==================== block 1
block_1/port_trees.png
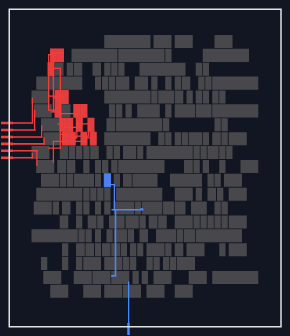

## config.mk

```make
export PLATFORM = sky130hd
export DESIGN_NAME = multicycle_control
export DESIGN_NICKNAME = d
export VERILOG_FILES = /design/src/rtl/multicycle_control.sv
export SDC_FILE = /design/constraint.sdc
export NUM_CORES = 1
export LEC_CHECK = 0
export ABC_AREA = 1
export CORE_ASPECT_RATIO = 1.2
export CORE_MARGIN = 4
export CORE_UTILIZATION = 50
export DETAILED_ROUTE_END_ITERATION = 12
export PLACE_DENSITY_LB_ADDON = 0.25
export SYNTH_ARGS = -nofsm -noshare
export SYNTH_HDL_FRONTEND = slang
export SYNTH_SLANG_ARGS = --single-unit
```

## constraint.sdc

```tcl
create_clock -name clk_i -period 4.2 [get_ports clk_i]
set_clock_uncertainty 0.15 [all_clocks]
set_input_delay 1.05 -clock clk_i [delete_from_list [all_inputs] [get_ports clk_i]]
set_output_delay 1.05 -clock clk_i [all_outputs]
set_load 0.05 [all_outputs]
```

## src/rtl/multicycle_control.sv

```systemverilog
// Multi-cycle MIPS main control: Moore FSM walking FETCH/DECODE/EXEC/MEM/WB, driving datapath enables and muxes.
// Latency: outputs decode the registered state (FETCH irWrite/pcWrite also follow mem_ready_i); LW 5, SW/R/ADDI 4, BEQ/J 3 cycles.
// Backpressure: FETCH/MREAD/MWRITE hold until mem_ready_i, counting stall cycles. Build option ILLEGAL_TRAP_EN traps illegal opcodes.
module multicycle_control #(
    parameter int OPCODE_W = 6,
    parameter int ALUOP_W  = 2,
    parameter int STALL_W  = 8
) (
    input  logic                clk_i,
    input  logic                rst_ni,
    input  logic [OPCODE_W-1:0] ctrl_i,
    input  logic                mem_ready_i,
    output logic                memToReg_o,
    output logic                memToRead_o,
    output logic                memToWrite_o,
    output logic [ALUOP_W-1:0]  aluOp_o,
    output logic                regWrite_o,
    output logic                irWrite_o,
    output logic                pcWrite_o,
    output logic                pcWriteCond_o,
    output logic                iord_o,
    output logic                regDst_o,
    output logic                aluSrcA_o,
    output logic [1:0]          aluSrcB_o,
    output logic [1:0]          pcSrc_o,
    output logic [3:0]          state_o,
    output logic [STALL_W-1:0]  stall_cnt_o
);

    typedef enum logic [3:0] {
        S_IDLE   = 4'd0,
        S_FETCH  = 4'd1,
        S_DECODE = 4'd2,
        S_MADDR  = 4'd3,
        S_MREAD  = 4'd4,
        S_MWB    = 4'd5,
        S_MWRITE = 4'd6,
        S_REXEC  = 4'd7,
        S_RWB    = 4'd8,
        S_BRANCH = 4'd9,
        S_JUMP   = 4'd10,
        S_IEXEC  = 4'd11,
        S_IWB    = 4'd12,
        S_TRAP   = 4'd13
    } state_t;

    // Supported opcodes (IR[31:26])
    localparam logic [OPCODE_W-1:0] OP_RTYPE = OPCODE_W'(6'b000000);
    localparam logic [OPCODE_W-1:0] OP_LW    = OPCODE_W'(6'b100011);
    localparam logic [OPCODE_W-1:0] OP_SW    = OPCODE_W'(6'b101011);
    localparam logic [OPCODE_W-1:0] OP_BEQ   = OPCODE_W'(6'b000100);
    localparam logic [OPCODE_W-1:0] OP_ADDI  = OPCODE_W'(6'b001000);
    localparam logic [OPCODE_W-1:0] OP_J     = OPCODE_W'(6'b000010);

    // ALU control classes
    localparam logic [ALUOP_W-1:0] ALU_ADD   = ALUOP_W'(2'b00);
    localparam logic [ALUOP_W-1:0] ALU_SUB   = ALUOP_W'(2'b01);
    localparam logic [ALUOP_W-1:0] ALU_FUNCT = ALUOP_W'(2'b10);

    // ALU B source and next-PC source encodings
    localparam logic [1:0] SRCB_RT   = 2'b00;
    localparam logic [1:0] SRCB_FOUR = 2'b01;
    localparam logic [1:0] SRCB_IMM  = 2'b10;
    localparam logic [1:0] SRCB_IMM2 = 2'b11;
    localparam logic [1:0] PC_ALUOUT = 2'b01;
    localparam logic [1:0] PC_JUMP   = 2'b10;

    state_t                state_q;
    state_t                state_d;
    logic [OPCODE_W-1:0]   op_q;
    logic [STALL_W-1:0]    stall_q;
    logic                  stall_cycle;

    // A memory-facing state waiting on the memory is a stall cycle
    assign stall_cycle = ((state_q == S_FETCH) || (state_q == S_MREAD) || (state_q == S_MWRITE))
                         && !mem_ready_i;

    // State register; reset aborts any in-flight instruction straight to IDLE
    always_ff @(posedge clk_i or negedge rst_ni) begin
        if (!rst_ni) begin
            state_q <= S_IDLE;
        end else begin
            state_q <= state_d;
        end
    end

    // Opcode latch: captured in DECODE so MADDR can pick load vs store
    always_ff @(posedge clk_i or negedge rst_ni) begin
        if (!rst_ni) begin
            op_q <= '0;
        end else if (state_q == S_DECODE) begin
            op_q <= ctrl_i;
        end
    end

    // Saturating stall counter; sticks at all-ones rather than wrapping
    always_ff @(posedge clk_i or negedge rst_ni) begin
        if (!rst_ni) begin
            stall_q <= '0;
        end else if (stall_cycle && (stall_q != {STALL_W{1'b1}})) begin
            stall_q <= stall_q + 1'b1;
        end
    end

    // Next-state logic
    always_comb begin
        state_d = state_q;
        unique case (state_q)
            S_IDLE:   state_d = S_FETCH;
            S_FETCH:  state_d = mem_ready_i ? S_DECODE : S_FETCH;
            S_DECODE: begin
                if (ctrl_i == OP_RTYPE) begin
                    state_d = S_REXEC;
                end else if ((ctrl_i == OP_LW) || (ctrl_i == OP_SW)) begin
                    state_d = S_MADDR;
                end else if (ctrl_i == OP_BEQ) begin
                    state_d = S_BRANCH;
                end else if (ctrl_i == OP_ADDI) begin
                    state_d = S_IEXEC;
                end else if (ctrl_i == OP_J) begin
                    state_d = S_JUMP;
                end else begin
`ifdef ILLEGAL_TRAP_EN
                    state_d = S_TRAP;
`else
                    // Unknown opcode retires as a two-cycle NOP
                    state_d = S_FETCH;
`endif
                end
            end
            S_MADDR:  state_d = (op_q == OP_LW) ? S_MREAD : S_MWRITE;
            S_MREAD:  state_d = mem_ready_i ? S_MWB : S_MREAD;
            S_MWB:    state_d = S_FETCH;
            S_MWRITE: state_d = mem_ready_i ? S_FETCH : S_MWRITE;
            S_REXEC:  state_d = S_RWB;
            S_RWB:    state_d = S_FETCH;
            S_BRANCH: state_d = S_FETCH;
            S_JUMP:   state_d = S_FETCH;
            S_IEXEC:  state_d = S_IWB;
            S_IWB:    state_d = S_FETCH;
            S_TRAP:   state_d = S_TRAP;
            default:  state_d = S_IDLE;
        endcase
    end

    // Output decode: everything defaults to 0, each state raises only its own controls
    always_comb begin
        memToReg_o    = 1'b0;
        memToRead_o   = 1'b0;
        memToWrite_o  = 1'b0;
        aluOp_o       = ALU_ADD;
        regWrite_o    = 1'b0;
        irWrite_o     = 1'b0;
        pcWrite_o     = 1'b0;
        pcWriteCond_o = 1'b0;
        iord_o        = 1'b0;
        regDst_o      = 1'b0;
        aluSrcA_o     = 1'b0;
        aluSrcB_o     = SRCB_RT;
        pcSrc_o       = 2'b00;
        unique case (state_q)
            S_FETCH: begin
                // PC+4 on the ALU; IR and PC load only when the fetch lands
                memToRead_o = 1'b1;
                aluSrcB_o   = SRCB_FOUR;
                irWrite_o   = mem_ready_i;
                pcWrite_o   = mem_ready_i;
            end
            S_DECODE: begin
                // Speculative branch target PC + (imm<<2)
                aluSrcB_o = SRCB_IMM2;
            end
            S_MADDR: begin
                aluSrcA_o = 1'b1;
                aluSrcB_o = SRCB_IMM;
            end
            S_MREAD: begin
                memToRead_o = 1'b1;
                iord_o      = 1'b1;
            end
            S_MWB: begin
                regWrite_o = 1'b1;
                memToReg_o = 1'b1;
            end
            S_MWRITE: begin
                memToWrite_o = 1'b1;
                iord_o       = 1'b1;
            end
            S_REXEC: begin
                aluSrcA_o = 1'b1;
                aluOp_o   = ALU_FUNCT;
            end
            S_RWB: begin
                regWrite_o = 1'b1;
                regDst_o   = 1'b1;
            end
            S_IEXEC: begin
                aluSrcA_o = 1'b1;
                aluSrcB_o = SRCB_IMM;
            end
            S_IWB: begin
                regWrite_o = 1'b1;
            end
            S_BRANCH: begin
                aluSrcA_o     = 1'b1;
                aluOp_o       = ALU_SUB;
                pcWriteCond_o = 1'b1;
                pcSrc_o       = PC_ALUOUT;
            end
            S_JUMP: begin
                pcWrite_o = 1'b1;
                pcSrc_o   = PC_JUMP;
            end
            default: begin
                // IDLE and TRAP keep every control low
            end
        endcase
    end

    assign state_o     = state_q;
    assign stall_cnt_o = stall_q;

endmodule

```

==================== block 2
**config.mk**
```make
export PLATFORM = sky130hd
export DESIGN_NAME = reg_dump_reader
export DESIGN_NICKNAME = d
export VERILOG_FILES = /design/src/rtl/reg_dump_pkg.sv /design/src/rtl/reg_dump_csum.sv /design/src/rtl/reg_dump_reader.sv
export SDC_FILE = /design/constraint.sdc
export NUM_CORES = 1
export LEC_CHECK = 0
export ABC_AREA = 1
export CORE_MARGIN = 10
export CORE_UTILIZATION = 44
export CTS_CLUSTER_DIAMETER = 120
export DETAILED_ROUTE_END_ITERATION = 7
export GPL_TIMING_DRIVEN = 0
export PLACE_DENSITY = 0.8
export REMOVE_ABC_BUFFERS = 1
export SKIP_CTS_REPAIR_TIMING = 1
export SYNTH_ARGS = -nofsm -noshare
export SYNTH_HDL_FRONTEND = slang
export SYNTH_SLANG_ARGS = --single-unit
```
**constraint.sdc**
```tcl
create_clock -name clk -period 1.8 [get_ports clk]
set_input_delay 0.36 -clock clk [delete_from_list [all_inputs] [get_ports clk]]
set_output_delay 0.36 -clock clk [all_outputs]
set_load 0.02 [all_outputs]
```
**src/rtl/reg_dump_pkg.sv**
```systemverilog
// ============================================================================
// Module : reg_dump_pkg
// Brief  : Shared types and constants for the register dump reader.
// Rev    : 1.0  initial release
// ============================================================================
`default_nettype none

package reg_dump_pkg;

    localparam int REG_AW       = 5;
    localparam int DEF_NUM_REGS = 32;
    localparam int DEF_DATA_W   = 32;

    typedef enum logic [2:0] {
        ST_IDLE = 3'd0,
        ST_READ = 3'd1,
        ST_SEND = 3'd2,
        ST_CSUM = 3'd3,
        ST_DONE = 3'd4
    } state_t;

endpackage

`default_nettype wire

```
**src/rtl/reg_dump_csum.sv**
```systemverilog
// ============================================================================
// Module : reg_dump_csum
// Brief  : XOR accumulator with synchronous clear and enable.
// Rev    : 1.0  initial release
// ============================================================================
`default_nettype none

module reg_dump_csum #(
    parameter int DATA_W = 32
) (
    input  logic              clk,
    input  logic              rst,
    input  logic              clear,
    input  logic              en,
    input  logic [DATA_W-1:0] data,
    output logic [DATA_W-1:0] acc
);

    always_ff @(posedge clk or posedge rst) begin
        if (rst) begin
            acc <= '0;
        end else if (clear) begin
            acc <= '0;
        end else if (en) begin
            acc <= acc ^ data;
        end
    end

endmodule

`default_nettype wire

```
**src/rtl/reg_dump_reader.sv**
```systemverilog
// ============================================================================
// Module : reg_dump_reader
// Brief  : Streams a (possibly wrapping) range of register-file entries out as
//          valid/ready beats. Define REG_DUMP_CHECKSUM_EN to append an XOR
//          checksum beat after the last data word.
// Rev    : 1.0  initial release
// ============================================================================
`default_nettype none

module reg_dump_reader
    import reg_dump_pkg::*;
#(
    parameter int NUM_REGS = DEF_NUM_REGS,
    parameter int DATA_W   = DEF_DATA_W
) (
    input  logic              clk,
    input  logic              rst,
    input  logic              start,
    input  logic [4:0]        first_reg,
    input  logic [4:0]        last_reg,
    output logic [4:0]        rd_addr,
    input  logic [DATA_W-1:0] rd_data,
    output logic              out_valid,
    input  logic              out_ready,
    output logic [DATA_W-1:0] out_data,
    output logic [4:0]        out_idx,
    output logic              out_last,
    output logic              out_csum,
    output logic              busy,
    output logic              done
);

    state_t            state;
    logic [REG_AW-1:0] idx;
    logic [REG_AW-1:0] end_idx;
    logic              accept;
    logic              idx_at_end;
    logic [REG_AW-1:0] idx_next;

    assign accept     = out_valid && out_ready;
    assign idx_at_end = (idx == end_idx);
    assign idx_next   = (idx == REG_AW'(NUM_REGS - 1)) ? '0 : idx + 1'b1;
    assign rd_addr    = idx;
    assign busy       = (state != ST_IDLE);

`ifdef REG_DUMP_CHECKSUM_EN
    logic [DATA_W-1:0] csum_acc;
    logic              csum_clear;
    logic              csum_en;

    assign csum_clear = (state == ST_IDLE) && start;
    assign csum_en    = (state == ST_SEND) && accept;

    reg_dump_csum #(
        .DATA_W (DATA_W)
    ) u_csum (
        .clk   (clk),
        .rst   (rst),
        .clear (csum_clear),
        .en    (csum_en),
        .data  (out_data),
        .acc   (csum_acc)
    );
`else
    assign out_csum = 1'b0;
`endif

    always_ff @(posedge clk or posedge rst) begin
        if (rst) begin
            state     <= ST_IDLE;
            idx       <= '0;
            end_idx   <= '0;
            out_valid <= 1'b0;
            out_data  <= '0;
            out_idx   <= '0;
            out_last  <= 1'b0;
            done      <= 1'b0;
`ifdef REG_DUMP_CHECKSUM_EN
            out_csum  <= 1'b0;
`endif
        end else begin
            case (state)
                ST_IDLE: begin
                    done <= 1'b0;
                    if (start) begin
                        idx     <= first_reg;
                        end_idx <= last_reg;
                        state   <= ST_READ;
                    end
                end

                ST_READ: begin
                    out_data  <= rd_data;
                    out_idx   <= idx;
                    out_valid <= 1'b1;
`ifdef REG_DUMP_CHECKSUM_EN
                    out_last  <= 1'b0;
`else
                    out_last  <= idx_at_end;
`endif
                    state     <= ST_SEND;
                end

                ST_SEND: begin
                    if (accept) begin
                        if (idx_at_end) begin
`ifdef REG_DUMP_CHECKSUM_EN
                            // Accumulator updates on this same edge, so fold in the final word here.
                            out_data  <= csum_acc ^ out_data;
                            out_idx   <= '0;
                            out_csum  <= 1'b1;
                            out_last  <= 1'b1;
                            state     <= ST_CSUM;
`else
                            out_valid <= 1'b0;
                            out_last  <= 1'b0;
                            done      <= 1'b1;
                            state     <= ST_DONE;
`endif
                        end else begin
                            out_valid <= 1'b0;
                            out_last  <= 1'b0;
                            idx       <= idx_next;
                            state     <= ST_READ;
                        end
                    end
                end

`ifdef REG_DUMP_CHECKSUM_EN
                ST_CSUM: begin
                    if (accept) begin
                        out_valid <= 1'b0;
                        out_csum  <= 1'b0;
                        out_last  <= 1'b0;
                        done      <= 1'b1;
                        state     <= ST_DONE;
                    end
                end
`endif

                ST_DONE: begin
                    done  <= 1'b0;
                    state <= ST_IDLE;
                end

                default: begin
                    state <= ST_IDLE;
                end
            endcase
        end
    end

endmodule

`default_nettype wire

```
==================== block 3
===== src/rtl/priority_encoder_4to2.sv =====
// Purpose: 4-request priority encoder; d3 has the highest priority. The winning index is driven on {a,b} and v is set when any request is active.
// Latency: 1 cycle when OUTPUT_REG=1 (registered outputs); 0 cycles when OUTPUT_REG=0 (purely combinational outputs).
// Backpressure: none. Outputs are re-evaluated every cycle, and consumers must qualify {a,b} with v.
//
// Ports:
//   d0..d3 : request inputs (d0 lowest priority, d3 highest)
//   a, b   : encoded index of the winning request (a = MSB)
//   v      : 1 when any of d0..d3 is set
//   clk    : rising-edge clock (used only when OUTPUT_REG=1)
//   rst    : synchronous active-high reset (used only when OUTPUT_REG=1)
module priority_encoder_4to2 #(
   parameter bit OUTPUT_REG = 1'b1
) (
   input  logic d0,
   input  logic d1,
   input  logic d2,
   input  logic d3,
   output logic a,
   output logic b,
   output logic v,
   input  logic clk,
   input  logic rst
);

   logic enc_a;
   logic enc_b;
   logic enc_v;

   // Closed-form priority equations.
   // b is set for index 1 only when d2 is not masking it.
   always_comb begin
      enc_a = d3 | d2;
      enc_b = d3 | (~d2 & d1);
      enc_v = d3 | d2 | d1 | d0;
   end

   generate
      if (OUTPUT_REG) begin : g_reg
         logic a_q;
         logic b_q;
         logic v_q;

         // Reset has priority over the inputs on the same edge.
         always_ff @(posedge clk) begin
            if (rst) begin
               a_q <= 1'b0;
               b_q <= 1'b0;
               v_q <= 1'b0;
            end else begin
               a_q <= enc_a;
               b_q <= enc_b;
               v_q <= enc_v;
            end
         end

         assign a = a_q;
         assign b = b_q;
         assign v = v_q;
      end else begin : g_comb
         // clk and rst have no function in the combinational build.
         logic unused_clk_rst;
         assign unused_clk_rst = clk ^ rst;

         assign a = enc_a;
         assign b = enc_b;
         assign v = enc_v;
      end
   endgenerate

endmodule


===== config.mk =====
export PLATFORM = sky130hd
export DESIGN_NAME = priority_encoder_4to2
export DESIGN_NICKNAME = d
export VERILOG_FILES = /design/src/rtl/priority_encoder_4to2.sv
export SDC_FILE = /design/constraint.sdc
export NUM_CORES = 1
export LEC_CHECK = 0
export ABC_CLOCK_PERIOD_IN_PS = 1270
export CORE_AREA = 2 2 39 41
export CTS_CLUSTER_SIZE = 8
export DETAILED_ROUTE_END_ITERATION = 8
export DIE_AREA = 0 0 41 43
export PLACE_DENSITY = 0.37
export SETUP_SLACK_MARGIN = 0.5
export SYNTH_ARGS = -nofsm -noshare
export SYNTH_HDL_FRONTEND = slang
export SYNTH_SLANG_ARGS = --single-unit

===== constraint.sdc =====
create_clock -name clk -period 1.27 [get_ports clk]
set_clock_uncertainty 0.2 [all_clocks]
set_input_delay 0.254 -clock clk [delete_from_list [all_inputs] [get_ports clk]]
set_output_delay 0.254 -clock clk [all_outputs]
set_load 0.005 [all_outputs]

block_3/clock_wires.png
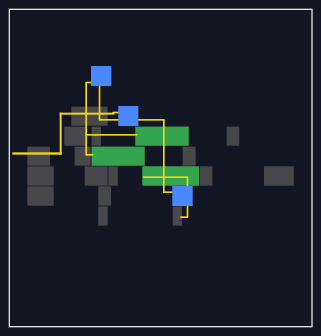
[green] flip-flops | count: 3
[blue] clock-net drivers | count: 3
[yellow] clock wires | length: 79.4 um
routed clock nets: 4
Clk. pwr: 168 uW
Clock Power Share: 55.0%

==> flow_summary.toml, block 3 <==
# synthesis and place-and-route metrics
[outcome]
status = "completed"

[finish]
mostFrequentLayoutCell = "clkbuf_4"
clock_buffers = 4
mi_logic_area_um2 = 41.3
fin_nets = 29

[pwr]
power.leakage_uw = 0.000101
pwr-share-seq_pct = 33.8
power.group.top = "clock"
seq_cell_power_uw = 103
pwr_density_cell_mw_per_mm2 = 1410

[critical_path]
worstPathArrival_ns = 0.64
critical_path_buf_inv_count = 1
max_stage_delay_ns = 0.31
crit_required_ns = 0.82

[clock_network]
cts_buffers = 3
clock-sinks = 3

[hold_path]
hold_start = "d1"
hold_class = "input pin to flop"

[route]
drtIter0Drc = 2
vias = 113
wl_um = 307
drcViolationCount = 0
drt_first_pass_iters = 2

[synthesis]
synth-seq-cells = 3
yosysTopAreaCellShare_pct = 63.2
synth_area_leader_cell = "dfxtp_1"

[final_timing]
min_period_over_period_pct = 86.4
worst_pin_slew_ns = 0.123
hold_slack_ns = 0.0933
setup_tns_ns = 0

[floorplanning]
rows = 14
==> block 3: cells by family after synthesis <==
group	count (synthesis)
buffers and inverters	1
AND-OR/OR-AND	2
flip-flops	3
AND/OR/NAND/NOR	4
==> block 3: sequential cells by signal, indices dropped and copies added (netlist names) <==
name  flops
a         1
v         1
b         1
==> block 3: worst paths after layout <==
kind                           end  cells past startpoint
worst max-delay path             b                      1
worst min-delay path  b$_SDFF_PP0_                      3
==> block 3: synth_stat cells <==
cell type  instances
inv_1              1
dfxtp_1            3
nand2b_1           1
nor2_1             3
a21oi_2            1
a21oi_1            1
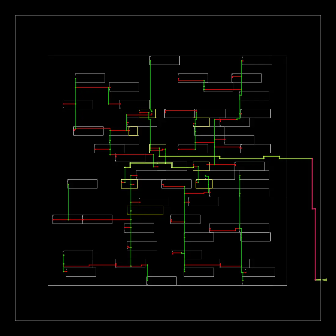
block_2/clock_nets.png
Sink Count: 53
CTS buffer count: 5
Seq cells: 53

==> flow_summary.toml, block 2 <==
# synthesis and place-and-route metrics
[finish]
mi_logic_area_um2 = 995
fin_nets = 347
largest_reg_flops = 32

[global_routing]
met2_usage_pct = 21.3
grt_busiest_layer = "met2"
grt_antenna_before_repair = 0
track_usage_pct = 13.6

[synthesis]
synth.top_cells.by_count = "dfrtp_1, nand2_1, mux2_4"
yosysTopAreaCellShare_pct = 54.8
ys_cells = 204
simple_gate_area_share_pct = 15.3

[route]
drt_first_pass_iters = 6
drtIter0Drc = 44

[critical_path]
end_kind = "output port"
path_depth = 3
cp_max_fo = 5

[final_timing]
hold_viol = 0
finalCriticalPeriod_ns = 1.66

[outcome]
status = "completed"

[place]
portBuffers = 91

[clock_network]
cts_tree = "done"

[pwr]
power_uw = 6740
block 2: through the flow:
stage	worst slack (ns)	util [%]	TNS, ns
after floorplan	0.154	-	0
after global placement	-0.838	64.8	-44.28
after detailed placement	0.0271	65.1	0
after CTS	-0.139	67.5	-0.160
after global routing	-0.000141	68.1	-0.000141
final	0.139	68.1	0
block 2: layout make-up:
| type | count | area share (%) |
|---|---|---|
| clock inverter | 2 | 1.06 |
| tap | 70 | 2.47 |
| timing repair buffer | 92 | 26.7 |
| inverter | 18 | 1.94 |
| clock buffer | 6 | 2.33 |
| multi-input combinational | 129 | 28.1 |
| sequential | 53 | 37.4 |
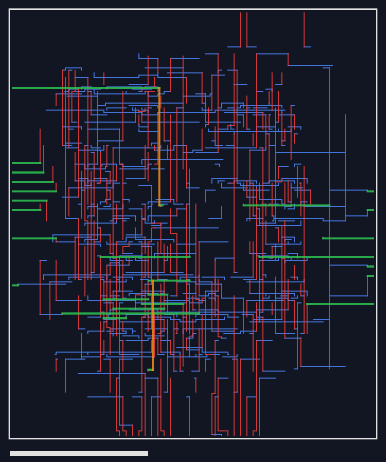
block_1/layers.png
The bar under the picture is 20 um long.
[red] M2 | wire length: 1470 um
[green] M3 | wire length: 171 um
[orange] M4 | wire length: 29.9 um
[blue] M1 | wire length: 1120 um
routed wire length: 2.79 mm
average routed wire per standard cell: 11.0 um
DR vias: 1249
gr usage total: 19.7%

About block_1/port_trees.png:
[red] `ctrl_i` | bits: 6 | direction: input | edge: left | end cells: 16 | wire: 141 um
[blue] `memToWrite_o` | bits: 1 | direction: output | edge: bottom | end cells: 1 | wire: 34.6 um
port bufs: 36
io pins: 37

==> flow_summary.toml, block 1 <==
# synthesis and place-and-route metrics
[pwr]
seq_cell_power_uw = 173
ir_drop_mv = 0.176
clk-power_uw = 109
power.clock.fraction_pct = 36.3

[finish]
fin_util_pct = 70.9
flop_area_um2 = 450
comb_share_pct = 39.7
seq_cells = 18
clock_buffers = 4
diodes = 0
drive_above_1_share_pct = 6.73

[critical_path]
crit_slowest_cell = "clkdlybuf4s50_1"
timing.rr.end = "stall_cnt_o[1]$_DFFE_PN0P_"
cpLargestDelayFamily = "buffers and inverters"
path_depth = 4
r2r-start = "stall_cnt_o[0]$_DFFE_PN0P_"
cp_max_fo = 3
critical_path_buf_inv_count = 2

[final_timing]
slew_violations = 0
setup_ws_ns = 0.453
worst_pin_slew_ns = 0.810
max_freq_mhz = 267
min_period_over_period_pct = 89.2

[synthesis]
synth_area_leader_cell = "dfrtp_1"
ff_type = "dfrtp_1"
compound_area_share_pct = 4.75
synth-seq-cells = 18
synth.top_cells.by_count = "nand2_1, nor2_1, inv_1"
logic_family = "simple AND/OR/NAND/NOR gates"
yosysWarnings = 0
yosysTopAreaCellShare_pct = 37.2
edf_count = 0

[route]
met1_length_mm = 1.12
top_layer = "met4"
drt-vias-per-instance = 4.92

[hold_path]
hold_class = "flop to flop"
whs_endpoint = "op_q[0]$_DFFE_PN0P_"

[floorplanning]
die_area_mm2 = 0.00328
die_w_um = 53.0
core-area_mm2 = 0.00231

[global_routing]
grt_pass1_wl_mm = 4.82
grt_pass1_vias = 1185
met1_usage_pct = 22.7
grt_overflow = 0
met2_usage_pct = 36.3

[place]
place_congestion = 0.945
place_hpwl_mm = 2.31

[clock_network]
cts_tree = "done"

[outcome]
status = "completed"
[block 1: through the flow]
stage	power, uW	cells	hold slack [ns]	area (um^2)
finish	300	254	0.342	1640
global route	311	254	0.371	1640
CTS	303	254	0.342	1640
detailed placement	195	250	0.314	1600
global placement	194	250	0.309	1600
floorplan	181	185	0.292	1210
[block 1: flip-flops by register name (all words and copies together) (netlist names)]
| signal | flops |
|---|---|
| op_q | 6 |
| stall_cnt_o | 8 |
| state_o | 4 |
[block 1: worst min-delay path: cells and delay by family (launching register included)]
family,cells,cell delay (ns)
flip-flops,1,0.37
AND/OR/NAND/NOR,2,0.10

==> screenshots <==
Cells by drive strength.
image #1
The bar under the picture is 20 um long.
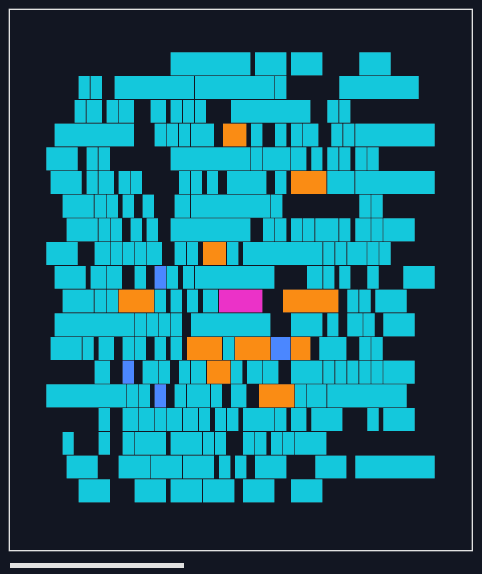
image #2
The bar under the picture is 10 um long.
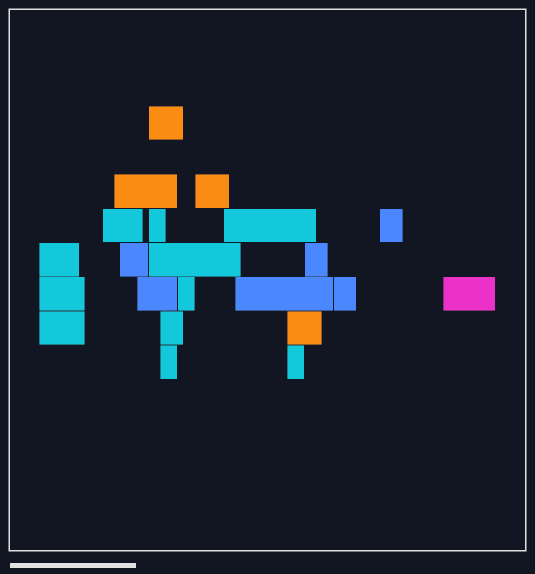
image #3
The bar under the picture is 20 um long.
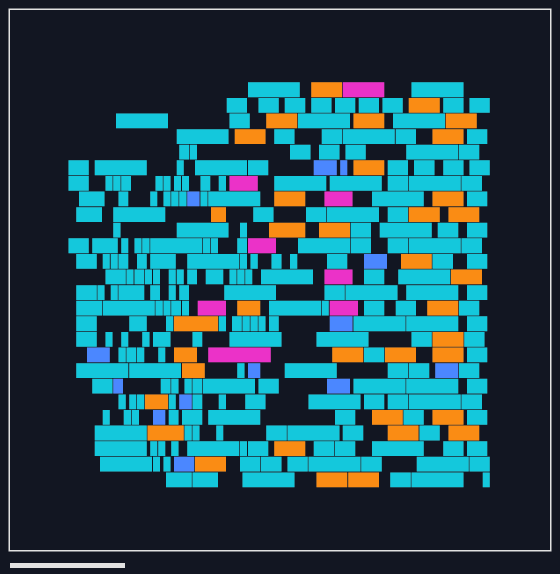
| picture | from |
|---|---|
| image #1 | block 1 |
| image #3 | block 2 |
| image #2 | block 3 |
The one with the most cells is image #3.
The one with the fewest cells is image #2.

Key to image #1:
[magenta] x6 and larger | cells: 1
[blue] x2 | cells: 4
[orange] x3 and x4 | cells: 10
[cyan] x1 and smaller | cells: 208


Power figures rest on the tool's default switching activity, not on a simulated workload.
